# ---- tlc_junction_ctrl ----
`src/rtl/tlc_junction_ctrl.sv`:
```
// Junction phase sequencer: main road, side road and a pedestrian crossing.
// Main road rests on green. Side-road and pedestrian requests are latched
// and served in a fixed rotation: main -> (walk) -> (side) -> main.
// Optional feature macro: EMERGENCY_PREEMPT_EN adds an 'emerg' input that
// holds main green and truncates side green / pedestrian walk.
module tlc_junction_ctrl #(
  parameter int CNT_W        = 8,
  parameter int T_MAIN_GREEN = 20,
  parameter int T_SIDE_GREEN = 10,
  parameter int T_YELLOW     = 3,
  parameter int T_ALL_RED    = 1,
  parameter int T_WALK       = 8
) (
  input  logic       clk,
  input  logic       rst,
  input  logic       side_sensor,
  input  logic       ped_req,
`ifdef EMERGENCY_PREEMPT_EN
  input  logic       emerg,
`endif
  output logic       main_red,
  output logic       main_yellow,
  output logic       main_green,
  output logic       side_red,
  output logic       side_yellow,
  output logic       side_green,
  output logic       walk,
  output logic       ped_ack,
  output logic [2:0] phase
);

  typedef enum logic [2:0] {
    ALL_RED_M   = 3'd0,
    MAIN_GREEN  = 3'd1,
    MAIN_YELLOW = 3'd2,
    ALL_RED_S   = 3'd3,
    SIDE_GREEN  = 3'd4,
    SIDE_YELLOW = 3'd5,
    PED_WALK    = 3'd6
  } state_e;

  // Timer reload values: a state lasting N cycles counts N-1 down to 0.
  localparam logic [CNT_W-1:0] LD_MAIN_GREEN = CNT_W'(T_MAIN_GREEN - 1);
  localparam logic [CNT_W-1:0] LD_SIDE_GREEN = CNT_W'(T_SIDE_GREEN - 1);
  localparam logic [CNT_W-1:0] LD_YELLOW     = CNT_W'(T_YELLOW - 1);
  localparam logic [CNT_W-1:0] LD_ALL_RED    = CNT_W'(T_ALL_RED - 1);
  localparam logic [CNT_W-1:0] LD_WALK       = CNT_W'(T_WALK - 1);

  state_e           state_q, state_d;
  logic [CNT_W-1:0] timer_q, timer_d;
  logic             side_pend_q, side_pend_d;
  logic             ped_pend_q, ped_pend_d;
  logic             ped_ack_q, ped_ack_d;

  logic emerg_w;
  logic expired;
  logic entering;
  logic side_pend_set;
  logic ped_pend_set;

`ifdef EMERGENCY_PREEMPT_EN
  assign emerg_w = emerg;
`else
  assign emerg_w = 1'b0;
`endif

  assign expired = (timer_q == '0);

  // A request seen this cycle already counts as pending, so a request that
  // arrives after main-green expiry leaves main green on the next cycle.
  assign side_pend_set = side_pend_q | (side_sensor & (state_q != SIDE_GREEN));
  assign ped_pend_set  = ped_pend_q  | (ped_req     & (state_q != PED_WALK));

  function automatic logic [CNT_W-1:0] load_val(input state_e s);
    case (s)
      MAIN_GREEN:              load_val = LD_MAIN_GREEN;
      SIDE_GREEN:              load_val = LD_SIDE_GREEN;
      MAIN_YELLOW,SIDE_YELLOW: load_val = LD_YELLOW;
      PED_WALK:                load_val = LD_WALK;
      default:                 load_val = LD_ALL_RED;
    endcase
  endfunction

  // State, timer, request latches and ack pulse registers
  always_ff @(posedge clk) begin
    if (rst) begin
      state_q     <= ALL_RED_M;
      timer_q     <= LD_ALL_RED;
      side_pend_q <= 1'b0;
      ped_pend_q  <= 1'b0;
      ped_ack_q   <= 1'b0;
    end else begin
      state_q     <= state_d;
      timer_q     <= timer_d;
      side_pend_q <= side_pend_d;
      ped_pend_q  <= ped_pend_d;
      ped_ack_q   <= ped_ack_d;
    end
  end

  // Next-state: phase rotation, with emergency hold/truncation when enabled
  always_comb begin
    state_d = state_q;
    case (state_q)
      ALL_RED_M:   if (expired) state_d = MAIN_GREEN;
      MAIN_GREEN:  if (expired && !emerg_w && (side_pend_set || ped_pend_set))
                     state_d = MAIN_YELLOW;
      MAIN_YELLOW: if (expired) state_d = ALL_RED_S;
      ALL_RED_S:   if (expired) begin
                     if (ped_pend_set)       state_d = PED_WALK;
                     else if (side_pend_set) state_d = SIDE_GREEN;
                     else                    state_d = ALL_RED_M;
                   end
      SIDE_GREEN:  if (expired || emerg_w) state_d = SIDE_YELLOW;
      SIDE_YELLOW: if (expired) state_d = ALL_RED_M;
      PED_WALK:    if (emerg_w)      state_d = ALL_RED_M;
                   else if (expired) state_d = side_pend_set ? SIDE_GREEN : ALL_RED_M;
      default:     state_d = ALL_RED_M;
    endcase
  end

  // Timer reload on entry, saturating countdown otherwise; request clears on service
  always_comb begin
    entering = (state_d != state_q);
    timer_d  = timer_q;
    if (entering)     timer_d = load_val(state_d);
    else if (!expired) timer_d = timer_q - CNT_W'(1);
    side_pend_d = side_pend_set;
    ped_pend_d  = ped_pend_set;
    ped_ack_d   = 1'b0;
    if (entering && state_d == SIDE_GREEN) side_pend_d = 1'b0;
    if (entering && state_d == PED_WALK) begin
      ped_pend_d = 1'b0;
      ped_ack_d  = 1'b1;
    end
  end

  // Moore lamp decode: one lamp per road, red unless that road is served
  always_comb begin
    main_red    = 1'b1;
    main_yellow = 1'b0;
    main_green  = 1'b0;
    side_red    = 1'b1;
    side_yellow = 1'b0;
    side_green  = 1'b0;
    walk        = 1'b0;
    case (state_q)
      MAIN_GREEN:  begin main_red = 1'b0; main_green  = 1'b1; end
      MAIN_YELLOW: begin main_red = 1'b0; main_yellow = 1'b1; end
      SIDE_GREEN:  begin side_red = 1'b0; side_green  = 1'b1; end
      SIDE_YELLOW: begin side_red = 1'b0; side_yellow = 1'b1; end
      PED_WALK:    walk = 1'b1;
      default:     ;
    endcase
  end

  assign ped_ack = ped_ack_q;
  assign phase   = state_q;

endmodule

```
`config.mk`:
```
export PLATFORM = sky130hd
export DESIGN_NAME = tlc_junction_ctrl
export DESIGN_NICKNAME = d
export VERILOG_FILES = /design/src/rtl/tlc_junction_ctrl.sv
export SDC_FILE = /design/constraint.sdc
export NUM_CORES = 1
export LEC_CHECK = 0
export ABC_AREA = 1
export CORE_MARGIN = 3
export CORE_UTILIZATION = 47
export CTS_BUF_LIST = sky130_fd_sc_hd__clkbuf_8 sky130_fd_sc_hd__clkbuf_16
export DETAILED_ROUTE_END_ITERATION = 12
export PLACE_DENSITY = 0.73
export SLEW_MARGIN = 20
export SYNTH_ARGS = -nofsm -noshare
export SYNTH_HDL_FRONTEND = slang
export SYNTH_SLANG_ARGS = --single-unit
```
`constraint.sdc`:
```
create_clock -name clk -period 1.6 [get_ports clk]
set_input_delay 0.32 -clock clk [delete_from_list [all_inputs] [get_ports clk]]
set_output_delay 0.32 -clock clk [all_outputs]
set_load 0.02 [all_outputs]
```
# ---- sop_eval ----
<file path="config.mk">
export PLATFORM = sky130hd
export DESIGN_NAME = sop_eval
export DESIGN_NICKNAME = d
export VERILOG_FILES = /design/src/rtl/sop_eval.sv
export SDC_FILE = /design/constraint.sdc
export NUM_CORES = 1
export LEC_CHECK = 0
export CELL_PAD_IN_SITES_DETAIL_PLACEMENT = 0
export CELL_PAD_IN_SITES_GLOBAL_PLACEMENT = 1
export CORE_MARGIN = 4
export CORE_UTILIZATION = 43
export CTS_CLUSTER_SIZE = 20
export DETAILED_ROUTE_END_ITERATION = 12
export GPL_TIMING_DRIVEN = 0
export PLACE_DENSITY_LB_ADDON = 0.12
export SYNTH_ARGS = -nofsm -noshare
export SYNTH_HDL_FRONTEND = slang
export SYNTH_SLANG_ARGS = --single-unit
</file>
<file path="constraint.sdc">
create_clock -name clk -period 2.1 [get_ports clk]
set_clock_uncertainty 0.2 [all_clocks]
set_input_delay 0.525 -clock clk [delete_from_list [all_inputs] [get_ports clk]]
set_output_delay 0.525 -clock clk [all_outputs]
set_load 0.05 [all_outputs]
</file>
<file path="src/rtl/sop_eval.sv">
// sop_eval -- programmable sum-of-products evaluator with truth-table sweep.
//
// Holds T product terms over an N-bit argument. Term i matches argument a
// when on_i = 1 and every cared bit of a equals the stored value bit.
// z is the OR of all matching terms (0 when no term is enabled).
//
// Ports:
//   clk, rst_n              clock, asynchronous active-low reset
//   load_en/idx/care/val/on term slot write (ignored during a sweep or
//                           when load_idx >= T)
//   in_valid/in_ready/x     argument stream in
//   out_valid/out_ready     result stream out, payload {z, x_out}
//   sweep_start             enumerate all 2^N arguments in order
//   sweep_busy              high while the sweep runs (this is the FSM state)
//   sweep_done              one-cycle pulse after the last beat is accepted
//
// Handshake: a transfer happens at a rising edge where valid and ready are
// both 1. out_valid/z/x_out hold stable while out_valid & !out_ready.
// in_ready does not depend on in_valid.
module sop_eval #(
  parameter int N = 4,
  parameter int T = 8,
  localparam int TW = (T > 1) ? $clog2(T) : 1
) (
  input  logic          clk,
  input  logic          rst_n,
  input  logic          load_en,
  input  logic [TW-1:0] load_idx,
  input  logic [N-1:0]  load_care,
  input  logic [N-1:0]  load_val,
  input  logic          load_on,
  input  logic          in_valid,
  output logic          in_ready,
  input  logic [N-1:0]  x,
  output logic          out_valid,
  input  logic          out_ready,
  output logic          z,
  output logic [N-1:0]  x_out,
  input  logic          sweep_start,
  output logic          sweep_busy,
  output logic          sweep_done
);

  typedef enum logic {
    IDLE  = 1'b0,
    SWEEP = 1'b1
  } state_t;

  state_t       r_state;
  state_t       w_state_nxt;

  logic [N-1:0] r_care [T];
  logic [N-1:0] r_val  [T];
  logic [T-1:0] r_on;

  // One extra bit so the counter reaches 2^N after the last beat is loaded
  // instead of wrapping back to 0.
  logic [N:0]   r_cnt;
  logic [N:0]   w_cnt_nxt;

  logic         r_out_valid;
  logic         r_z;
  logic [N-1:0] r_x_out;
  logic         r_done;
  logic         w_done_nxt;

  logic         w_idle;
  logic         w_drain_ok;
  logic         w_in_ready;
  logic         w_in_fire;
  logic         w_beat_fire;
  logic         w_last_acc;
  logic         w_load_ok;
  logic [N-1:0] w_arg;
  logic         w_z;

  assign w_idle     = (r_state == IDLE);
  // Output register can take a new entry: empty, or drained at this edge.
  assign w_drain_ok = !r_out_valid || out_ready;
  // sweep_start wins over a same-cycle argument; during reset the block
  // advertises ready.
  assign w_in_ready = !rst_n || (w_idle && w_drain_ok && !sweep_start);
  assign w_in_fire  = in_valid && w_in_ready;
  // A sweep beat is produced until the counter has passed 2^N-1.
  assign w_beat_fire = !w_idle && w_drain_ok && !r_cnt[N];
  // Counter at 2^N means the register holds the final beat.
  assign w_last_acc  = !w_idle && r_cnt[N] && r_out_valid && out_ready;
  assign w_load_ok   = load_en && w_idle && (32'(load_idx) < 32'(T));

  assign w_arg = w_idle ? x : r_cnt[N-1:0];

  always_comb begin
    w_z = 1'b0;
    for (int i = 0; i < T; i++) begin
      if (r_on[i] && (((w_arg ^ r_val[i]) & r_care[i]) == '0)) begin
        w_z = 1'b1;
      end
    end
  end

  // FSM next state and counter.
  always_comb begin
    w_state_nxt = r_state;
    w_cnt_nxt   = r_cnt;
    w_done_nxt  = 1'b0;
    case (r_state)
      IDLE: begin
        if (sweep_start) begin
          w_state_nxt = SWEEP;
          w_cnt_nxt   = '0;
        end
      end
      SWEEP: begin
        if (w_beat_fire) begin
          w_cnt_nxt = r_cnt + 1'b1;
        end
        if (w_last_acc) begin
          w_state_nxt = IDLE;
          w_cnt_nxt   = '0;
          w_done_nxt  = 1'b1;
        end
      end
      default: begin
        w_state_nxt = IDLE;
        w_cnt_nxt   = '0;
      end
    endcase
  end

  always_ff @(posedge clk or negedge rst_n) begin
    if (!rst_n) begin
      r_state <= IDLE;
      r_cnt   <= '0;
      r_done  <= 1'b0;
    end else begin
      r_state <= w_state_nxt;
      r_cnt   <= w_cnt_nxt;
      r_done  <= w_done_nxt;
    end
  end

  // Term table.
  always_ff @(posedge clk or negedge rst_n) begin
    if (!rst_n) begin
      r_on <= '0;
      for (int i = 0; i < T; i++) begin
        r_care[i] <= '0;
        r_val[i]  <= '0;
      end
    end else if (w_load_ok) begin
      r_on[load_idx]   <= load_on;
      r_care[load_idx] <= load_care;
      r_val[load_idx]  <= load_val;
    end
  end

  // Output register, fed from the argument stream (IDLE) or counter (SWEEP).
  always_ff @(posedge clk or negedge rst_n) begin
    if (!rst_n) begin
      r_out_valid <= 1'b0;
      r_z         <= 1'b0;
      r_x_out     <= '0;
    end else if (w_in_fire || w_beat_fire) begin
      r_out_valid <= 1'b1;
      r_z         <= w_z;
      r_x_out     <= w_arg;
    end else if (out_ready) begin
      r_out_valid <= 1'b0;
    end
  end

  assign in_ready   = w_in_ready;
  assign out_valid  = r_out_valid;
  assign z          = r_z;
  assign x_out      = r_x_out;
  assign sweep_busy = !w_idle;
  assign sweep_done = r_done;

endmodule

</file>
==> tlc_junction_ctrl/flops_by_reg.png <==
Other sequential cells in the stronger gray, the rest of the logic in the fainter gray.
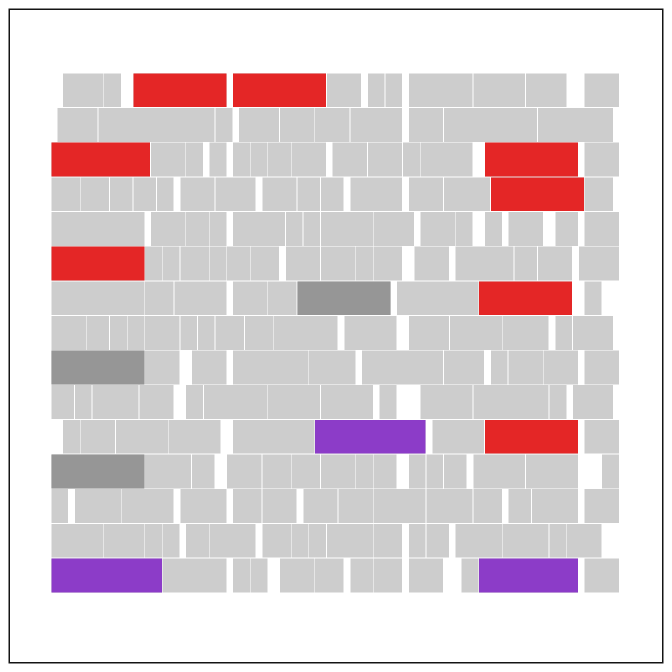
[phase] purple | sequential cells: 3
[timer_q] red | sequential cells: 8
not colored: 3
flop share of the area: 0.168
register area: 290 sq um
fin util: 0.946
total sequential power: 548 uW

==> out/metrics.yaml, tlc_junction_ctrl <==
final_layout:
  inverters: 21
  final_nets: 203
  nFillCells: 60
outcome:
  outcome: "finished with violations"
  violations: "negative setup slack"
yosys:
  top_cells_by_count: "nand2_1 (26), inv_1 (19), dfxtp_1 (14), nand3_1 (14), nor2_1 (14)"
  synth-adder-area-share: 0.0130
routing:
  first_iter_violations: 62
  routed_via_density: 6.00
final_timing:
  setup-violations-final: 13
  setup_slack_ps: -367
  hold_viol: 0
place:
  dpl_worst_slack_ps: -276
  gp_congestion: 0.842
  portBuffers: 14
  dp_hpwl_um: 2110
==> sop_eval/io_placement.png <==
Pins as bars across the die edge, other pins in gray.
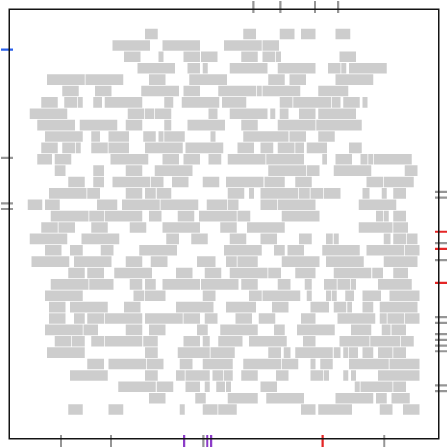
[x] red | pins: 4 | direction: input | edge: 3 east, 1 south
[load_idx] purple | pins: 3 | direction: input | edge: south
[clk] blue | pins: 1 | direction: input | edge: west
Die H: 102 um
input/output buffers: 29
Die Width: 102 um

==> out/metrics.yaml, sop_eval <==
final_timing:
  setup-violations-final: 2
  hold_viol: 58
  hold_ws_ps: -46.3
  setup_slack_ps: -128
outcome:
  outcome: "finished with violations"
  violations: "negative hold slack, negative setup slack"
yosys:
  ys.flop_type: "dfrtp_1"
  yosys_warnings: 0
  syn_area_sq_um: 3820
  synth_top_cell_by_area: "dfrtp_1"
  top_cells_by_count: "dfrtp_1 (85), mux2_2 (72), xnor2_1 (33)"
  ys_top_cells_by_area: "dfrtp_1 (56%), mux2_2 (21%), xnor2_1 (7.6%), mux2i_4 (2.4%), nand2_1 (1.6%)"
place:
  gp_congestion: 0.733
  dp_hpwl_um: 5380
final_layout:
  stdcell_area_sq_um: 4920
  inverters: 5
worst_setup_path:
  worstPathRequired_ps: 2170
min_path:
  hold_path.class: "input pin to async pin"

# ---- irq_prio_capture ----
==> irq_prio_capture/clk_routes.png <==
The bar under the picture is 10 um long.
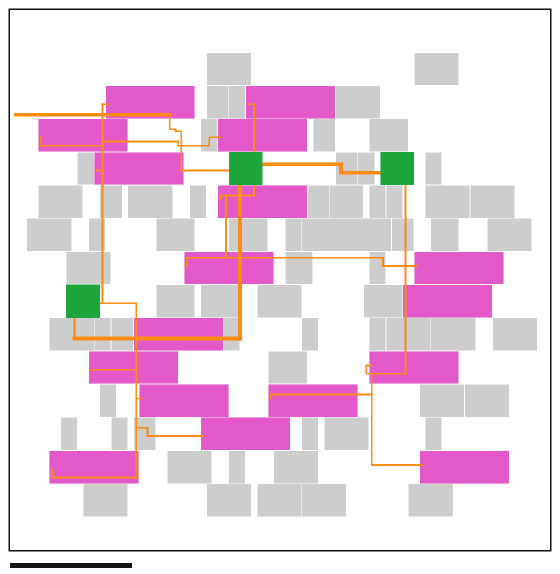

## src/rtl/irq_prio_capture.sv

```systemverilog
// Rising-edge request capture with sticky pending bits, mask, and a registered highest-index code with valid/ack.
// Optional IRQ_PRIO_OVERFLOW_EN adds a sticky per-line overflow output for edges merged into an already pending bit.
module irq_prio_capture #(
    parameter int WIDTH  = 4,
    parameter int CODE_W = 2
) (
    input  logic              clk,
    input  logic              rst,
    input  logic [WIDTH-1:0]  req,
    input  logic              mask_we,
    input  logic [WIDTH-1:0]  mask_wdata,
    input  logic              ack,
    output logic [CODE_W-1:0] code,
    output logic              valid,
    output logic [WIDTH-1:0]  pending,
`ifdef IRQ_PRIO_OVERFLOW_EN
    output logic [WIDTH-1:0]  overflow,
`endif
    output logic              busy
);

    typedef enum logic [1:0] {
        IDLE    = 2'd0,
        PRESENT = 2'd1,
        CLEAR   = 2'd2
    } state_t;

    state_t              state_q, state_d;
    logic [WIDTH-1:0]    req_q;
    logic [WIDTH-1:0]    pending_q, pending_d;
    logic [WIDTH-1:0]    mask_q, mask_d;
    logic [CODE_W-1:0]   code_q, code_d;
    logic                valid_q, valid_d;
    logic [WIDTH-1:0]    rise;
    logic [WIDTH-1:0]    clr;
    logic [WIDTH-1:0]    eligible;

    function automatic logic [CODE_W-1:0] highest(input logic [WIDTH-1:0] v);
        logic [CODE_W-1:0] idx;
        idx = '0;
        for (int i = 0; i < WIDTH; i++) begin
            if (v[i]) idx = CODE_W'(i);
        end
        return idx;
    endfunction

    assign rise     = req & ~req_q;
    assign eligible = pending_q & mask_q;
    assign mask_d   = mask_we ? mask_wdata : mask_q;

    always_comb begin
        state_d   = state_q;
        code_d    = code_q;
        valid_d   = valid_q;
        clr       = '0;
        case (state_q)
            IDLE: begin
                if (eligible != '0) begin
                    code_d  = highest(eligible);
                    valid_d = 1'b1;
                    state_d = PRESENT;
                end
            end
            PRESENT: begin
                if (ack) begin
                    clr     = {{(WIDTH-1){1'b0}}, 1'b1} << code_q;
                    valid_d = 1'b0;
                    state_d = CLEAR;
                end
            end
            // One bubble so the cleared pending vector is re-evaluated in IDLE.
            CLEAR:   state_d = IDLE;
            default: state_d = IDLE;
        endcase
        pending_d = (pending_q & ~clr) | rise;
    end

    always_ff @(posedge clk) begin
        if (rst) begin
            state_q   <= IDLE;
            req_q     <= '0;
            pending_q <= '0;
            mask_q    <= '1;
            code_q    <= '0;
            valid_q   <= 1'b0;
        end else begin
            state_q   <= state_d;
            req_q     <= req;
            pending_q <= pending_d;
            mask_q    <= mask_d;
            code_q    <= code_d;
            valid_q   <= valid_d;
        end
    end

`ifdef IRQ_PRIO_OVERFLOW_EN
    logic [WIDTH-1:0] overflow_q, overflow_d;

    assign overflow_d = overflow_q | (rise & pending_q & ~clr);

    always_ff @(posedge clk) begin
        if (rst) overflow_q <= '0;
        else     overflow_q <= overflow_d;
    end

    assign overflow = overflow_q;
`endif

    assign code    = code_q;
    assign valid   = valid_q;
    assign pending = pending_q;
    assign busy    = (state_q != IDLE);

endmodule

```

## config.mk

```make
export PLATFORM = sky130hd
export DESIGN_NAME = irq_prio_capture
export DESIGN_NICKNAME = d
export VERILOG_FILES = /design/src/rtl/irq_prio_capture.sv
export SDC_FILE = /design/constraint.sdc
export NUM_CORES = 1
export LEC_CHECK = 0
export CAP_MARGIN = 15
export CORE_UTILIZATION = 35
export CTS_CLUSTER_SIZE = 20
export DETAILED_ROUTE_END_ITERATION = 16
export SYNTH_ARGS = -nofsm -noshare
export SYNTH_HDL_FRONTEND = slang
export SYNTH_SLANG_ARGS = --single-unit
export TNS_END_PERCENT = 1
```

## constraint.sdc

```tcl
create_clock -name clk -period 2.8 [get_ports clk]
set_input_delay 0.28 -clock clk [delete_from_list [all_inputs] [get_ports clk]]
set_output_delay 0.28 -clock clk [all_outputs]
set_load 0.05 [all_outputs]
```

# ---- mem_arbiter ----
**src/rtl/mem_arb_pkg.sv**
```systemverilog
// Shared definitions for the memory arbiter slice.
// Contents: FSM state encoding, memory address-space boundary,
// WAIT watchdog defaults (used when MEM_ARB_WATCHDOG_EN is defined).
package mem_arb_pkg;

  // Arbiter sequencer states
  typedef enum logic [1:0] {
    IDLE  = 2'd0,
    ISSUE = 2'd1,
    WAIT  = 2'd2,
    DONE  = 2'd3
  } arb_state_e;

  // Addresses at or above this select SPI flash instead of SDRAM
  localparam logic [26:0] SPI_BASE_ADDR = 27'h800000;

  // WAIT-state watchdog: counter width, default limit and fill word
  localparam int unsigned WDOG_CW          = 16;
  localparam int unsigned WAIT_MAX_DEFAULT = 4096;
  localparam logic [31:0] WDOG_FILL        = 32'hDEADBEEF;

endpackage : mem_arb_pkg

```
**src/rtl/mem_arbiter_rr_pick.sv**
```systemverilog
// Two-way requester selector (combinational).
// Ports:
//   req    : request vector, bit i = port i requesting
//   last   : index of the last granted port
//   rr_en  : 1 = round-robin, 0 = fixed priority (port 1 wins)
//   pick_c : chosen port index (meaningful only when req != 0)
module rr_pick (
  input  logic [1:0] req,
  input  logic       last,
  input  logic       rr_en,
  output logic       pick_c
);

  // With both requesting, alternate away from the last grant (or favour port 1)
  always_comb begin
    pick_c = last;
    unique case (req)
      2'b01:   pick_c = 1'b0;
      2'b10:   pick_c = 1'b1;
      2'b11:   pick_c = rr_en ? ~last : 1'b1;
      default: pick_c = last;
    endcase
  end

endmodule : rr_pick

```
**src/rtl/mem_arbiter.sv**
```systemverilog
// Two-requester arbiter/sequencer in front of the memory unit.
// Port 0 = instruction fetch, port 1 = data. One transaction at a time;
// mem_addr/mem_we/mem_data are latched at grant and held until the next grant.
// Ports:
//   clk, reset (async, active-low)
//   p0_* / p1_* : requester req/addr/we/data in, one-cycle done pulse out
//   rd_q        : read data, valid in the done cycle and held afterwards
//   mem_*       : start/busy/q handshake to the memory unit
//   grant       : current or last granted port
//   fault       : sticky, memory never acknowledged (or WAIT timed out)
// Optional build macro: MEM_ARB_WATCHDOG_EN adds a WAIT-state timeout
// (parameter WAIT_MAX) that ends a hung transaction with rd_q = DEADBEEF.
module mem_arbiter
  import mem_arb_pkg::*;
#(
  parameter int unsigned ADDR_W        = 27,
  parameter int unsigned DATA_W        = 32,
  parameter int unsigned RR_EN_DEFAULT = 1,
  parameter int unsigned ISSUE_MAX     = 4
`ifdef MEM_ARB_WATCHDOG_EN
  ,
  parameter int unsigned WAIT_MAX      = WAIT_MAX_DEFAULT
`endif
) (
  input  logic              clk,
  input  logic              reset,
  input  logic              p0_req,
  input  logic [ADDR_W-1:0] p0_addr,
  input  logic              p0_we,
  input  logic [DATA_W-1:0] p0_data,
  output logic              p0_done,
  input  logic              p1_req,
  input  logic [ADDR_W-1:0] p1_addr,
  input  logic              p1_we,
  input  logic [DATA_W-1:0] p1_data,
  output logic              p1_done,
  output logic [DATA_W-1:0] rd_q,
  input  logic              mem_init_done,
  output logic [ADDR_W-1:0] mem_addr,
  output logic [DATA_W-1:0] mem_data,
  output logic              mem_we,
  output logic              mem_start,
  input  logic              mem_busy,
  input  logic [DATA_W-1:0] mem_q,
  output logic              grant,
  output logic              fault
);

  localparam int unsigned ISSUE_CW = (ISSUE_MAX > 1) ? $clog2(ISSUE_MAX) : 1;
  localparam logic        RR_EN    = (RR_EN_DEFAULT != 0);

  arb_state_e state, state_nxt;

  logic [1:0]          req;
  logic                pick_c;
  logic [ISSUE_CW-1:0] issue_cnt, issue_cnt_nxt;
  logic [ADDR_W-1:0]   addr_nxt;
  logic [DATA_W-1:0]   data_nxt;
  logic [DATA_W-1:0]   rd_q_nxt;
  logic                we_nxt;
  logic                start_nxt;
  logic                grant_nxt;
  logic                fault_nxt;
  logic [1:0]          done_nxt;
`ifdef MEM_ARB_WATCHDOG_EN
  logic [WDOG_CW-1:0]  wait_cnt, wait_cnt_nxt;
`endif

  assign req = {p1_req, p0_req};

  rr_pick u_rr_pick (
    .req    (req),
    .last   (grant),
    .rr_en  (RR_EN),
    .pick_c (pick_c)
  );

  // State register
  always_ff @(posedge clk or negedge reset) begin
    if (!reset) state <= IDLE;
    else        state <= state_nxt;
  end

  // Next-state and next register values
  always_comb begin
    state_nxt     = state;
    issue_cnt_nxt = issue_cnt;
    addr_nxt      = mem_addr;
    data_nxt      = mem_data;
    we_nxt        = mem_we;
    start_nxt     = mem_start;
    grant_nxt     = grant;
    rd_q_nxt      = rd_q;
    fault_nxt     = fault;
    done_nxt      = 2'b00;
`ifdef MEM_ARB_WATCHDOG_EN
    wait_cnt_nxt  = wait_cnt;
`endif

    unique case (state)
      IDLE: begin
        // Busy still high (late ack after an overrun) blocks a new grant
        if (mem_init_done && !mem_busy && (req != 2'b00)) begin
          state_nxt     = ISSUE;
          start_nxt     = 1'b1;
          grant_nxt     = pick_c;
          issue_cnt_nxt = '0;
          if (pick_c) begin
            addr_nxt = p1_addr;
            we_nxt   = p1_we;
            data_nxt = p1_data;
          end else begin
            addr_nxt = p0_addr;
            we_nxt   = p0_we;
            data_nxt = p0_data;
          end
        end
      end

      ISSUE: begin
        if (mem_busy) begin
          // start stays high through WAIT for the SPI path
          state_nxt = WAIT;
`ifdef MEM_ARB_WATCHDOG_EN
          wait_cnt_nxt = '0;
`endif
        end else if (issue_cnt == ISSUE_CW'(ISSUE_MAX - 1)) begin
          state_nxt = DONE;
          start_nxt = 1'b0;
          fault_nxt = 1'b1;
          rd_q_nxt  = '0;
          done_nxt  = grant ? 2'b10 : 2'b01;
        end else begin
          issue_cnt_nxt = issue_cnt + ISSUE_CW'(1);
        end
      end

      WAIT: begin
        if (!mem_busy) begin
          state_nxt = DONE;
          start_nxt = 1'b0;
          rd_q_nxt  = mem_q;
          done_nxt  = grant ? 2'b10 : 2'b01;
        end
`ifdef MEM_ARB_WATCHDOG_EN
        else if (wait_cnt == WDOG_CW'(WAIT_MAX - 1)) begin
          state_nxt = DONE;
          start_nxt = 1'b0;
          fault_nxt = 1'b1;
          rd_q_nxt  = DATA_W'(WDOG_FILL);
          done_nxt  = grant ? 2'b10 : 2'b01;
        end else begin
          wait_cnt_nxt = wait_cnt + WDOG_CW'(1);
        end
`endif
      end

      DONE: begin
        // One idle cycle with start low separates back-to-back transactions
        state_nxt = IDLE;
      end

      default: state_nxt = IDLE;
    endcase
  end

  // Datapath and output registers
  always_ff @(posedge clk or negedge reset) begin
    if (!reset) begin
      issue_cnt <= '0;
      mem_addr  <= '0;
      mem_data  <= '0;
      mem_we    <= 1'b0;
      mem_start <= 1'b0;
      grant     <= 1'b1;
      rd_q      <= '0;
      fault     <= 1'b0;
      p0_done   <= 1'b0;
      p1_done   <= 1'b0;
    end else begin
      issue_cnt <= issue_cnt_nxt;
      mem_addr  <= addr_nxt;
      mem_data  <= data_nxt;
      mem_we    <= we_nxt;
      mem_start <= start_nxt;
      grant     <= grant_nxt;
      rd_q      <= rd_q_nxt;
      fault     <= fault_nxt;
      p0_done   <= done_nxt[0];
      p1_done   <= done_nxt[1];
    end
  end

`ifdef MEM_ARB_WATCHDOG_EN
  // WAIT-state watchdog counter
  always_ff @(posedge clk or negedge reset) begin
    if (!reset) wait_cnt <= '0;
    else        wait_cnt <= wait_cnt_nxt;
  end
`endif

endmodule : mem_arbiter

```
**config.mk**
```make
export PLATFORM = sky130hd
export DESIGN_NAME = mem_arbiter
export DESIGN_NICKNAME = d
export VERILOG_FILES = /design/src/rtl/mem_arb_pkg.sv /design/src/rtl/mem_arbiter_rr_pick.sv /design/src/rtl/mem_arbiter.sv
export SDC_FILE = /design/constraint.sdc
export NUM_CORES = 1
export LEC_CHECK = 0
export CORE_MARGIN = 2
export CORE_UTILIZATION = 38
export DETAILED_ROUTE_END_ITERATION = 16
export GPL_TIMING_DRIVEN = 0
export HOLD_SLACK_MARGIN = 0.08
export PLACE_DENSITY_LB_ADDON = 0.05
export SLEW_MARGIN = 20
export SYNTH_ARGS = -nofsm -noshare
export SYNTH_HDL_FRONTEND = slang
export SYNTH_SLANG_ARGS = --single-unit
```
**constraint.sdc**
```tcl
create_clock -name clk -period 1.9 [get_ports clk]
set_clock_uncertainty 0.1 [all_clocks]
set_input_delay 0.285 -clock clk [delete_from_list [all_inputs] [get_ports clk]]
set_output_delay 0.285 -clock clk [all_outputs]
set_load 0.01 [all_outputs]
```
# ---- clock_monitor ----
## src/rtl/clock_monitor.sv

```systemverilog
// clock_monitor: measures a clock sampled in the clk_in domain and flags slow, fast or stuck behaviour.
// Build option: define CLK_MON_IRQ_EN to get the sticky fault interrupt (irq/irq_clr).
// Ports:
//   clk_in      reference clock, all logic on its rising edge
//   rst_n       asynchronous active-low reset
//   enable      run measurement; low aborts and idles
//   mon_clk     monitored clock, asynchronous to clk_in
//   edge_count  rising-edge count of the last completed window
//   count_valid one-cycle pulse when edge_count and flags update
//   too_slow    last window count below MIN_EDGES
//   too_fast    last window count above MAX_EDGES
//   stuck       no mon_clk transition for STUCK_LIMIT cycles
//   locked      two consecutive in-range windows with no stuck since
//   irq         sticky fault interrupt (constant 0 without CLK_MON_IRQ_EN)
//   irq_clr     clears irq (ignored without CLK_MON_IRQ_EN)
module clock_monitor #(
  parameter int WINDOW = 64,
  parameter int MIN_EDGES = 12,
  parameter int MAX_EDGES = 20,
  parameter int STUCK_LIMIT = 32,
  localparam int CW = $clog2(WINDOW + 1)
) (
  input  logic          clk_in,
  input  logic          rst_n,
  input  logic          enable,
  input  logic          mon_clk,
  output logic [CW-1:0] edge_count,
  output logic          count_valid,
  output logic          too_slow,
  output logic          too_fast,
  output logic          stuck,
  output logic          locked,
  output logic          irq,
  input  logic          irq_clr
);
  localparam int WW = $clog2(WINDOW);
  localparam int IW = $clog2(STUCK_LIMIT + 1);
  typedef enum logic [1:0] {IDLE, ARM, MEAS} state_t;
  state_t st;
  logic s1, s2, s3;
  logic [1:0] arm_cnt, good_cnt;
  logic [WW-1:0] win_cnt;
  logic [CW-1:0] edge_acc, fin;
  logic [CW:0] sum;
  logic [IW-1:0] idle_cnt, idle_nx;
  logic rise, toggle, run, close, slow_nx, fast_nx, stuck_nx, stuck_rise;
  assign rise = s2 & ~s3;
  assign toggle = s2 ^ s3;
  assign run = st == MEAS && enable;
  assign close = run && win_cnt == WW'(WINDOW - 1);
  // the rise on the closing cycle still belongs to the finishing window
  assign sum = {1'b0, edge_acc} + {{CW{1'b0}}, rise};
  assign fin = sum[CW] ? '1 : sum[CW-1:0];
  assign slow_nx = fin < CW'(MIN_EDGES);
  assign fast_nx = fin > CW'(MAX_EDGES);
  assign idle_nx = toggle ? '0 : idle_cnt == IW'(STUCK_LIMIT) ? idle_cnt : idle_cnt + 1'b1;
  assign stuck_nx = idle_nx == IW'(STUCK_LIMIT);
  assign stuck_rise = run && stuck_nx && !stuck;
  always_ff @(posedge clk_in or negedge rst_n) begin
    if (!rst_n) begin
      st <= IDLE;
      {s3, s2, s1} <= 3'b000;
      arm_cnt <= '0;
      good_cnt <= '0;
      win_cnt <= '0;
      edge_acc <= '0;
      idle_cnt <= '0;
      edge_count <= '0;
      count_valid <= 1'b0;
      too_slow <= 1'b0;
      too_fast <= 1'b0;
      stuck <= 1'b0;
      locked <= 1'b0;
    end else begin
      {s3, s2, s1} <= {s2, s1, mon_clk};
      count_valid <= 1'b0;
      case (st)
        IDLE: begin
          win_cnt <= '0;
          edge_acc <= '0;
          idle_cnt <= '0;
          arm_cnt <= '0;
          st <= enable ? ARM : IDLE;
        end
        ARM, MEAS: begin
          if (!enable) begin
            st <= IDLE;
            stuck <= 1'b0;
            locked <= 1'b0;
            good_cnt <= '0;
          end else if (st == ARM) begin
            // three cycles let the synchronizer history settle before counting
            arm_cnt <= arm_cnt + 1'b1;
            st <= arm_cnt == 2'd2 ? MEAS : ARM;
          end else begin
            win_cnt <= close ? '0 : win_cnt + 1'b1;
            edge_acc <= close ? '0 : fin;
            idle_cnt <= idle_nx;
            stuck <= stuck_nx;
            if (close) begin
              edge_count <= fin;
              count_valid <= 1'b1;
              too_slow <= slow_nx;
              too_fast <= fast_nx;
            end
            if (stuck_rise || (close && (slow_nx || fast_nx))) begin
              good_cnt <= '0;
              locked <= 1'b0;
            end else if (close && !stuck_nx) begin
              good_cnt <= good_cnt == 2'd2 ? good_cnt : good_cnt + 1'b1;
              locked <= good_cnt != 2'd0;
            end
          end
        end
        default: st <= IDLE;
      endcase
    end
  end
`ifdef CLK_MON_IRQ_EN
  logic irq_set;
  // flags are judged on their next values so irq rises together with the flag
  assign irq_set = stuck_rise || (close && ((slow_nx && !too_slow) || (fast_nx && !too_fast)));
  always_ff @(posedge clk_in or negedge rst_n) begin
    if (!rst_n) irq <= 1'b0;
    else irq <= irq_set ? 1'b1 : irq_clr ? 1'b0 : irq;
  end
`else
  // irq_clr has no effect in this build
  assign irq = 1'b0 & irq_clr;
`endif
endmodule

```

## config.mk

```make
export PLATFORM = sky130hd
export DESIGN_NAME = clock_monitor
export DESIGN_NICKNAME = d
export VERILOG_FILES = /design/src/rtl/clock_monitor.sv
export SDC_FILE = /design/constraint.sdc
export NUM_CORES = 1
export LEC_CHECK = 0
export CAP_MARGIN = 0
export CORE_MARGIN = 2
export CORE_UTILIZATION = 35
export DETAILED_ROUTE_END_ITERATION = 10
export GPL_TIMING_DRIVEN = 0
export PLACE_DENSITY = 0.62
export SYNTH_ARGS = -nofsm -noshare
export SYNTH_HDL_FRONTEND = slang
export SYNTH_SLANG_ARGS = --single-unit
```

## constraint.sdc

```tcl
create_clock -name clk_in -period 3.27 [get_ports clk_in]
set_clock_uncertainty 0.1 [all_clocks]
set_input_delay 0.327 -clock clk_in [delete_from_list [all_inputs] [get_ports clk_in]]
set_output_delay 0.327 -clock clk_in [all_outputs]
set_load 0.03 [all_outputs]
```

==> irq_prio_capture/io_placement.png <==
Pins as bars across the die edge, other pins in gray.
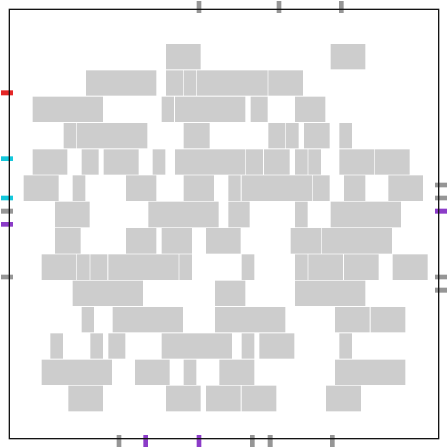
[clk] red | pins: 1 | direction: input | edge: west
[pending] purple | pins: 4 | direction: output | edge: 2 south, 1 west, 1 east
[code] cyan | pins: 2 | direction: output | edge: west
all pins by edge: 6 west, 6 south, 5 east, 3 north
Die Width: 44.3 um
input/output buffers: 19

==> irq_prio_capture/congestion.png <==
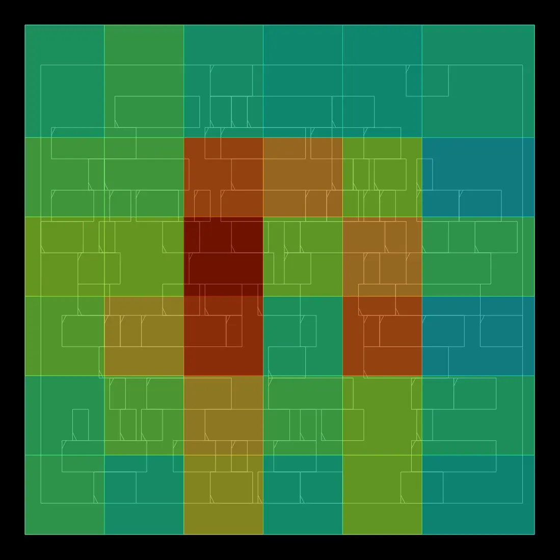
Global Route met3 Usage: 0.0776
GR peak layer: met2

## Picture notes: irq_prio_capture/clk_routes.png
[flip-flops] magenta | count: 17
[clock wires] orange | length: 214 um
[clock drivers] green | count: 3
flops lie: widely spread
routed clock nets: 4
power share of the clock group: 0.231
clk latency late pin: 300 ps
clock group total power: 133 uW
Fin Clk Skew: 6.42 ps

==> out/metrics.yaml, irq_prio_capture <==
yosys:
  synthCells: 64
  top_cell: "dfxtp_1"
  ys_top_logic_family: "AND-OR/OR-AND gates"
  edf_count: 0
  yosys_warnings: 0
routing:
  wl_um: 1290
  first_iter_violations: 5
grt:
  grt-ovfl-total: 0
final_layout:
  nNonClkBuffers: 19
  flow.area_growth_from_synthesis_pct: 38.0
  seq_area_frac: 0.394
min_path:
  hold_path.class: "flip-flop to flip-flop"
clocking:
  htreeDepth: 1
outcome:
  outcome: "finished clean"
worst_setup_path:
  cp_max_fo: 4
final_timing:
  hold_ws_ps: 422
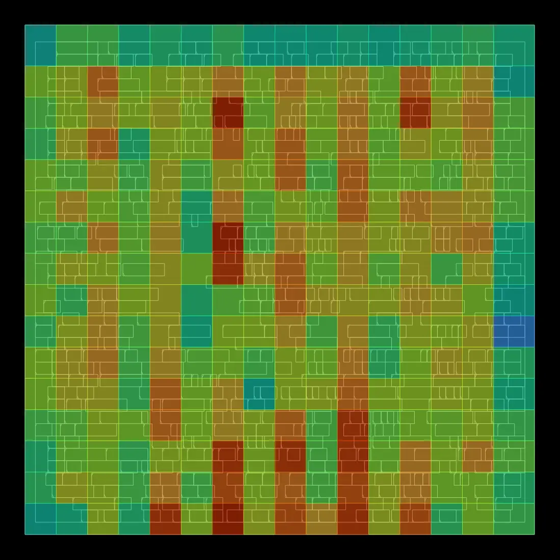
(mem_arbiter/congestion.png)
met2 Usage GRT: 0.346
WL/cell: 15.7 um
fin util: 0.662
global-route usage over all layers: 0.195
Global Route met3 Usage: 0.0464

==> mem_arbiter/flops_by_reg.png <==
Other sequential cells in the stronger gray, the rest of the logic in the fainter gray.
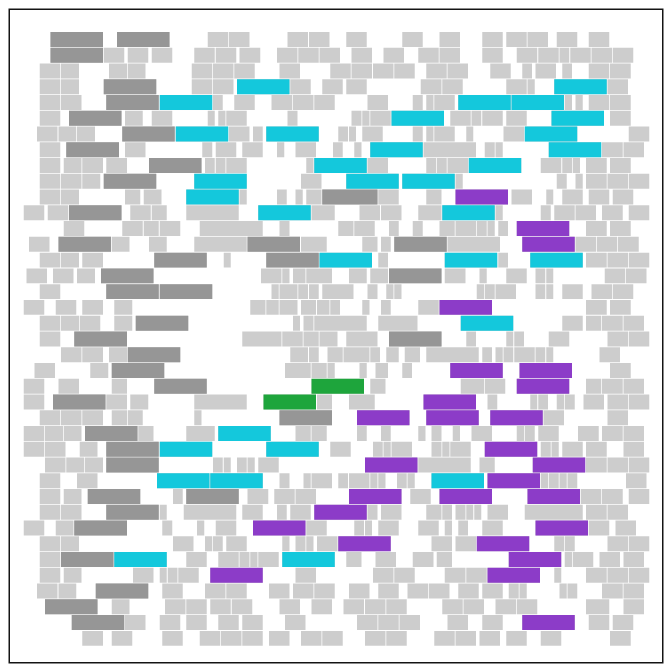
[mem_addr] purple | sequential cells: 27
[state] green | sequential cells: 2
[mem_data] cyan | sequential cells: 32
register area: 2530 sq um
flop share of the area: 0.333
total sequential power: 3740 uW

==> out/metrics.yaml, mem_arbiter <==
clocking:
  cts_num_sinks: 101
  clk_pin_slew_ps: 60
yosys:
  synth.avg_cell_area_sq_um: 11.5
  synth_top_cell_by_area: "dfrtp_1"
  top_cell: "dfrtp_1"
  ys_top_logic_family: "AND-OR/OR-AND gates"
  simple_gate_area_frac: 0.0716
  ys_types: 32
die:
  die-area_sq_um: 12700
worst_setup_path:
  crit_slowest_cell: "dfstp_2"
  cp-start-kind: "flip-flop"
  cp_max_fo: 5
  slowest_delay_ps: 560
  arrival_ps: 1450
  cp.buffers_inverters: 1
  worstReg2RegStart: "state[0]$_DFFE_PN0P_"
  reg2reg_slack_ps: 70
routing:
  routed.top_layer: "met4"
  dr.pass1.iters: 4
  ant_nets: 0
final_layout:
  final_nets: 824
  nNonClkBuffers: 287
  dominant_cells: "non-clock buffers"
grt:
  globalRouteMet1Util: 0.237
place:
  dp.cells: 787
pwr:
  clk-power_uw: 1800
  pwr-share-comb: 0.498
outcome:
  outcome: "finished clean"
==> clock_monitor/flops_by_reg.png <==
Other sequential cells in the stronger gray, the rest of the logic in the fainter gray.
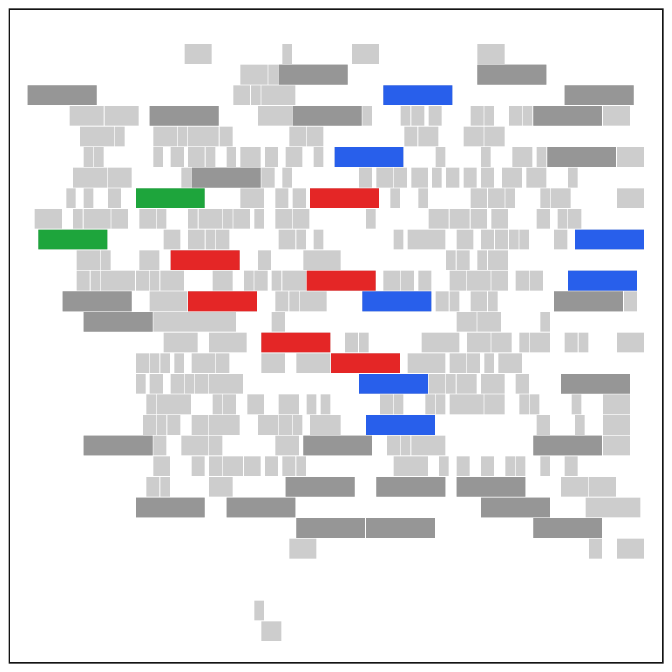
[arm_cnt] green | sequential cells: 2
[edge_acc] blue | sequential cells: 7
[win_cnt] red | sequential cells: 6 | where: center
register area: 1000 sq um
flop share of the area: 0.364
fin util: 0.428

==> out/metrics.yaml, clock_monitor <==
outcome:
  outcome: "finished clean"
final_timing:
  finalCritPeriodShare: 0.856
  tns_ps: 0
  slew_violations: 0
  slew_headroom: 0.622
  hold_viol: 0
final_layout:
  nFillCells: 630
  stdcell_area_sq_um: 2750
  antenna_cells: 0
worst_setup_path:
  startpoint: "s2$_DFF_PN0_"
  crit_slowest_cell: "o31ai_1"
  cp-start-kind: "flip-flop"
pwr:
  top_power_group: "registers"
  ir_drop_uv: 277
  p_int_uw: 853
yosys:
  mux_area_frac: 0.0127
  aoi_share: 0.220
  yosys_warnings: 0
  ys.flop_type: "dfrtp_1"
flow_run:
  drv_cap: 0
clocking:
  cts_tree: "done"
  htreeDepth: 2
routing:
  route.met2.wl_um: 2340
  wl_um: 5020
place:
  dp_hpwl_um: 3650
  portBuffers: 15
grt:
  antenna_found_initial: 0
  globalRouteMet1Util: 0.203
die:
  tapCellCount: 77

# ---- phase_sequencer ----
**config.mk**
```make
export PLATFORM = sky130hd
export DESIGN_NAME = phase_sequencer
export DESIGN_NICKNAME = d
export VERILOG_FILES = /design/src/rtl/phase_sequencer_pkg.sv /design/src/rtl/phase_sequencer_sat_counter.sv /design/src/rtl/phase_sequencer.sv
export SDC_FILE = /design/constraint.sdc
export NUM_CORES = 1
export LEC_CHECK = 0
export ABC_AREA = 1
export CORE_MARGIN = 3
export CORE_UTILIZATION = 45
export CTS_BUF_LIST = sky130_fd_sc_hd__clkbuf_4 sky130_fd_sc_hd__clkbuf_8 sky130_fd_sc_hd__clkbuf_16
export CTS_CLUSTER_SIZE = 28
export DETAILED_ROUTE_END_ITERATION = 8
export PLACE_DENSITY = 0.75
export SYNTH_ARGS = -nofsm -noshare
export SYNTH_HDL_FRONTEND = slang
export SYNTH_HIERARCHICAL = 1
export SYNTH_SLANG_ARGS = --single-unit
```
**constraint.sdc**
```tcl
create_clock -name clk -period 5.1 [get_ports clk]
set_clock_uncertainty 0.05 [all_clocks]
set_input_delay 1.275 -clock clk [delete_from_list [all_inputs] [get_ports clk]]
set_output_delay 1.275 -clock clk [all_outputs]
set_load 0.01 [all_outputs]
```
**src/rtl/phase_sequencer_pkg.sv**
```systemverilog
// Shared encodings for the VeriRISC phase sequencer and its controller.
package phase_sequencer_pkg;

    // Instruction phases; the controller decodes these same values.
    localparam logic [2:0] INST_ADDR  = 3'd0;
    localparam logic [2:0] INST_FETCH = 3'd1;
    localparam logic [2:0] INST_LOAD  = 3'd2;
    localparam logic [2:0] IDLE       = 3'd3;
    localparam logic [2:0] OP_ADDR    = 3'd4;
    localparam logic [2:0] OP_FETCH   = 3'd5;
    localparam logic [2:0] ALU_OP     = 3'd6;
    localparam logic [2:0] STORE      = 3'd7;

    // Sequencer states.
    localparam logic [1:0] ST_RUN    = 2'd0;
    localparam logic [1:0] ST_PAUSED = 2'd1;
    localparam logic [1:0] ST_HALTED = 2'd2;
    localparam logic [1:0] ST_FAULT  = 2'd3;

    // Phases that wait for memory data and may therefore stall.
    function automatic logic is_fetch_phase(input logic [2:0] p);
        return (p == INST_FETCH) || (p == OP_FETCH);
    endfunction

endpackage

```
**src/rtl/phase_sequencer_sat_counter.sv**
```systemverilog
// Saturating up-counter used for the debug cycle and instruction counts.
module sat_counter #(
    parameter int unsigned WIDTH = 16
) (
    input  logic             clk,
    input  logic             rst,
    input  logic             inc,
    output logic [WIDTH-1:0] count
);

    logic [WIDTH-1:0] count_q;

    // Count up on inc, sticking at all-ones instead of wrapping.
    always_ff @(posedge clk) begin
        if (rst) begin
            count_q <= '0;
        end else if (inc && (count_q != '1)) begin
            count_q <= count_q + 1'b1;
        end
    end

    assign count = count_q;

endmodule

```
**src/rtl/phase_sequencer.sv**
```systemverilog
// Eight-phase fetch/execute sequencer with halt, single-step, fetch
// wait-state stalling with timeout fault, and debug counters.
module phase_sequencer
    import phase_sequencer_pkg::*;
#(
    parameter int unsigned PHASE_WIDTH = 3,
    parameter int unsigned CNT_WIDTH   = 16,
    parameter int unsigned MAX_WAIT    = 4
) (
    input  logic                   clk,
    input  logic                   rst,
    input  logic                   halt,
    input  logic                   run_mode,
    input  logic                   step,
    input  logic                   resume,
    input  logic                   mem_ready,
    output logic [PHASE_WIDTH-1:0] phase,
    output logic                   halted,
    output logic                   paused,
    output logic                   bus_err,
    output logic                   instr_done,
    output logic [CNT_WIDTH-1:0]   cycle_count,
    output logic [CNT_WIDTH-1:0]   instr_count
);

    localparam logic [7:0] WAIT_LAST = 8'(MAX_WAIT - 1);

    logic [1:0]             state_q, state_d;
    logic [PHASE_WIDTH-1:0] phase_q, phase_d;
    logic [7:0]             wait_q,  wait_d;
    logic                   done_q,  done_d;
    logic                   cyc_inc, ins_inc;

    // Next-state logic; RUN resolves halt > timeout > stall > advance.
    always_comb begin
        state_d = state_q;
        phase_d = phase_q;
        wait_d  = wait_q;
        done_d  = 1'b0;
        cyc_inc = 1'b0;
        ins_inc = 1'b0;
        case (state_q)
            ST_RUN: begin
                if (halt) begin
                    state_d = ST_HALTED;
                    wait_d  = '0;
                end else if (is_fetch_phase(phase_q) && !mem_ready) begin
                    cyc_inc = 1'b1;
                    if (wait_q == WAIT_LAST) begin
                        state_d = ST_FAULT;
                        wait_d  = '0;
                    end else begin
                        wait_d = wait_q + 8'd1;
                    end
                end else begin
                    cyc_inc = 1'b1;
                    wait_d  = '0;
                    phase_d = phase_q + 3'd1;
                    if (phase_q == STORE) begin
                        done_d  = 1'b1;
                        ins_inc = 1'b1;
                        if (!run_mode) begin
                            state_d = ST_PAUSED;
                        end
                    end
                end
            end
            ST_PAUSED: begin
                if (halt) begin
                    state_d = ST_HALTED;
                end else if (step || run_mode) begin
                    state_d = ST_RUN;
                    phase_d = INST_FETCH;
                end
            end
            ST_HALTED: begin
                if (resume) begin
                    phase_d = INST_ADDR;
                    state_d = run_mode ? ST_RUN : ST_PAUSED;
                end
            end
            default: begin
                if (resume) begin
                    phase_d = INST_ADDR;
                    wait_d  = '0;
                    state_d = ST_HALTED;
                end
            end
        endcase
    end

    // State, phase and wait-state registers with synchronous reset.
    always_ff @(posedge clk) begin
        if (rst) begin
            state_q <= ST_RUN;
            phase_q <= INST_ADDR;
            wait_q  <= '0;
            done_q  <= 1'b0;
        end else begin
            state_q <= state_d;
            phase_q <= phase_d;
            wait_q  <= wait_d;
            done_q  <= done_d;
        end
    end

    sat_counter #(.WIDTH(CNT_WIDTH)) u_cycle_cnt (
        .clk   (clk),
        .rst   (rst),
        .inc   (cyc_inc),
        .count (cycle_count)
    );

    sat_counter #(.WIDTH(CNT_WIDTH)) u_instr_cnt (
        .clk   (clk),
        .rst   (rst),
        .inc   (ins_inc),
        .count (instr_count)
    );

    assign phase      = phase_q;
    assign halted     = (state_q == ST_HALTED);
    assign paused     = (state_q == ST_PAUSED);
    assign bus_err    = (state_q == ST_FAULT);
    assign instr_done = done_q;

endmodule

```
==> phase_sequencer/io_placement.png <==
Pins as bars across the die edge, other pins in gray.
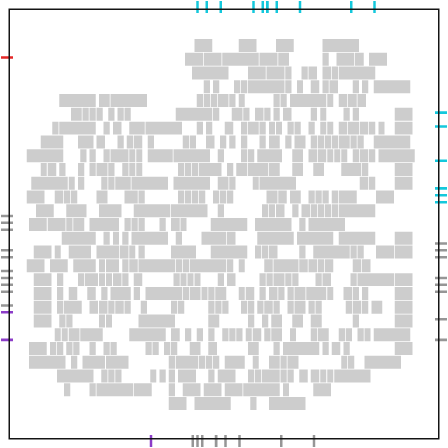
[phase] purple | pins: 3 | direction: output | edge: 2 west, 1 south
[instr_count] cyan | pins: 16 | direction: output | edge: 10 north, 6 east
[clk] red | pins: 1 | direction: input | edge: west
Die H: 84.5 um
Die Width: 84.5 um

==> out/metrics.yaml <==
die:
  design.core.area_sq_um: 5740
  die-area_sq_um: 7150
routing:
  dr.pass1.iters: 4
  ant_nets: 0
  wl_um: 5800
  dr_total_vias: 2733
pwr:
  finalPower_uw: 947
  top_power_group: "registers"
  p_switching_uw: 330
  powerDensity_nw_per_um2: 282
  seq_power_uw: 412
outcome:
  outcome: "finished clean"
final_timing:
  setup-violations-final: 0
worst_setup_path:
  arrival_ps: 3300
final_layout:
  flow.area_growth_from_synthesis_pct: 21.0
grt:
  globalRouteMet1Util: 0.224
  grt-ovfl-total: 0
flow_run:
  tool_warnings: 30
place:
  dp.cells: 542
==> phase_sequencer/wires.png <==
The bar under the picture is 20 um long.
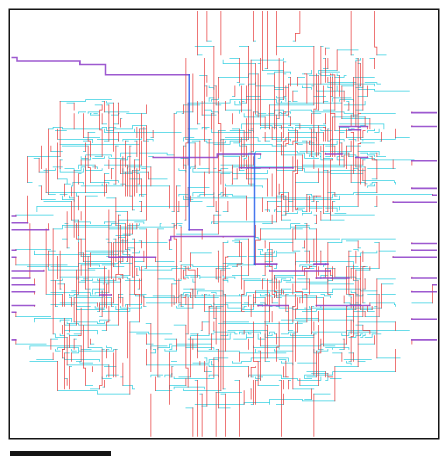
[metal 1] cyan | wire length: 2830 um
[metal 2] red | wire length: 2660 um
[metal 3] purple | wire length: 261 um
[metal 4] blue | wire length: 52.4 um



==> layout pictures side by side <==
Where the registers sit.
Other sequential cells in the stronger gray, the rest of the logic in the fainter gray.
picture 1
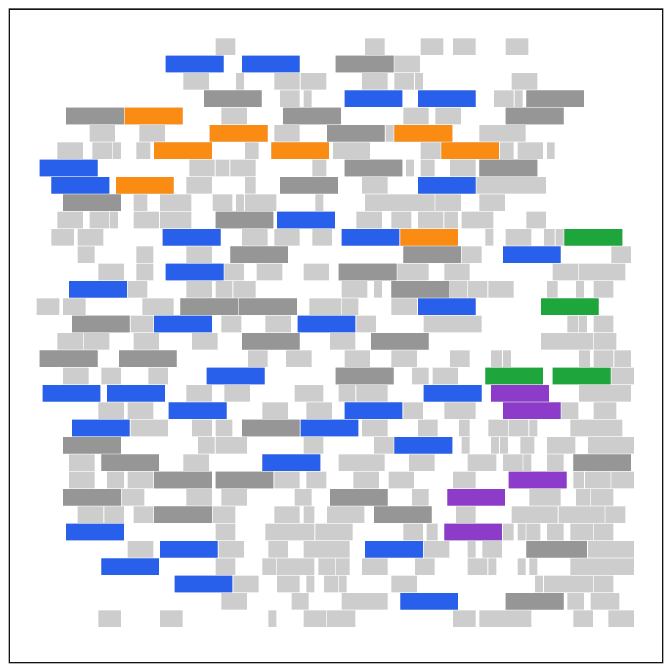
picture 2
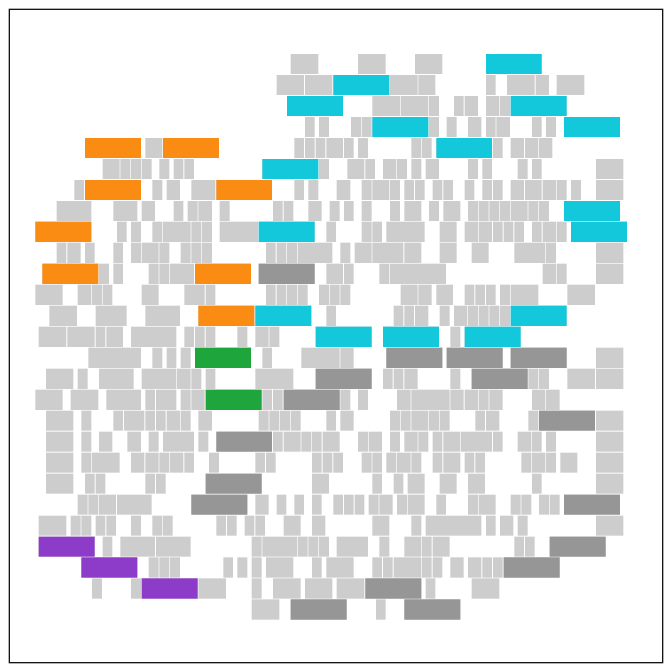
picture 3
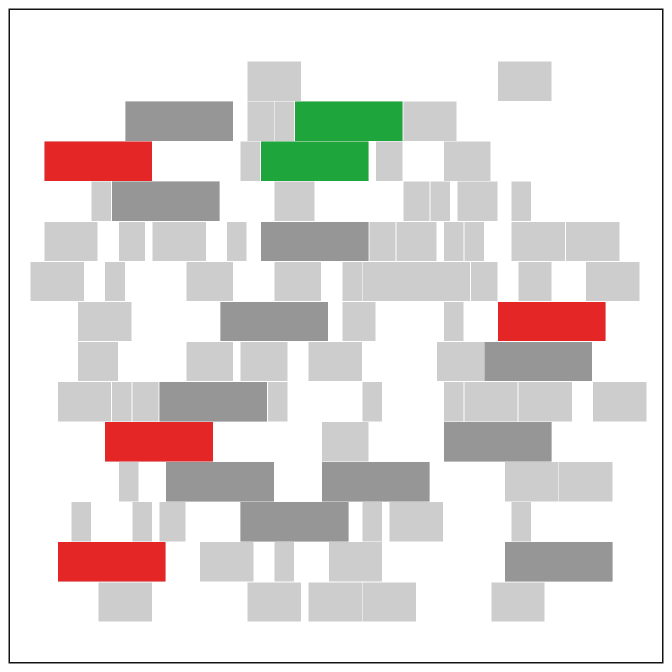
- picture 1 = sop_eval
- picture 3 = irq_prio_capture
- picture 2 = phase_sequencer

Key to picture 2:
[wait_q] orange | sequential cells: 8
[phase] purple | sequential cells: 3
[state_q] green | sequential cells: 2
[u_instr_cnt/count] cyan | sequential cells: 16
not colored: 17


==> screenshots <==
Routing congestion.
Plate I
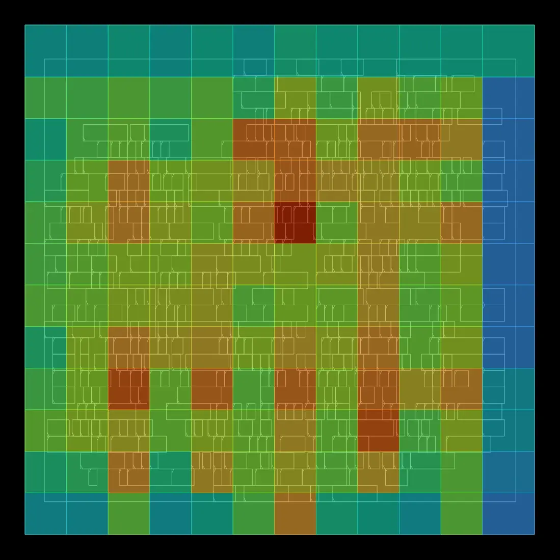
Plate II
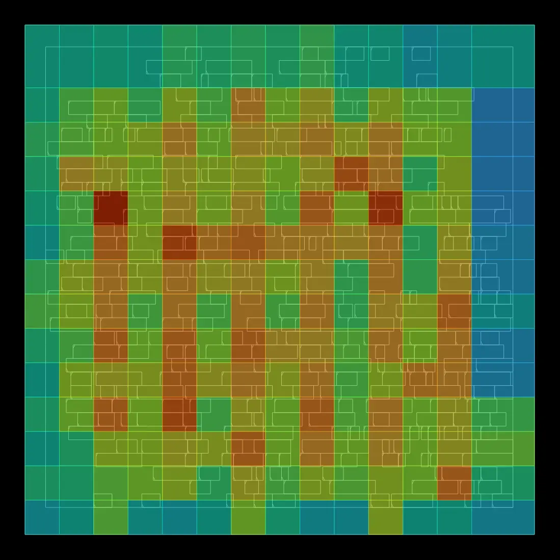
Plate III
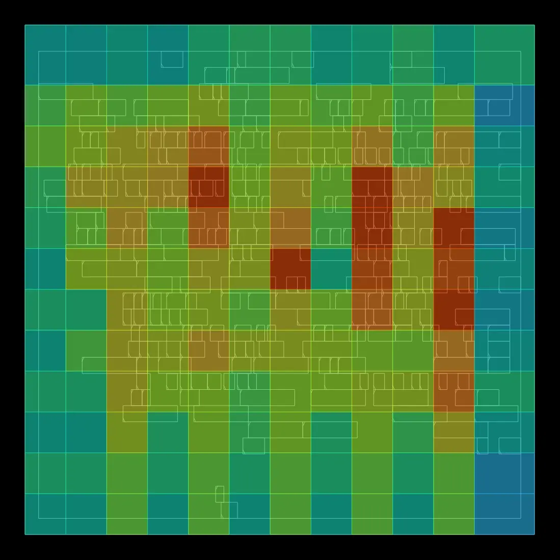
sop_eval: Plate II
phase_sequencer: Plate I
clock_monitor: Plate III
Of these, most wire per cell: Plate II

Power and IR drop assume default switching activity.
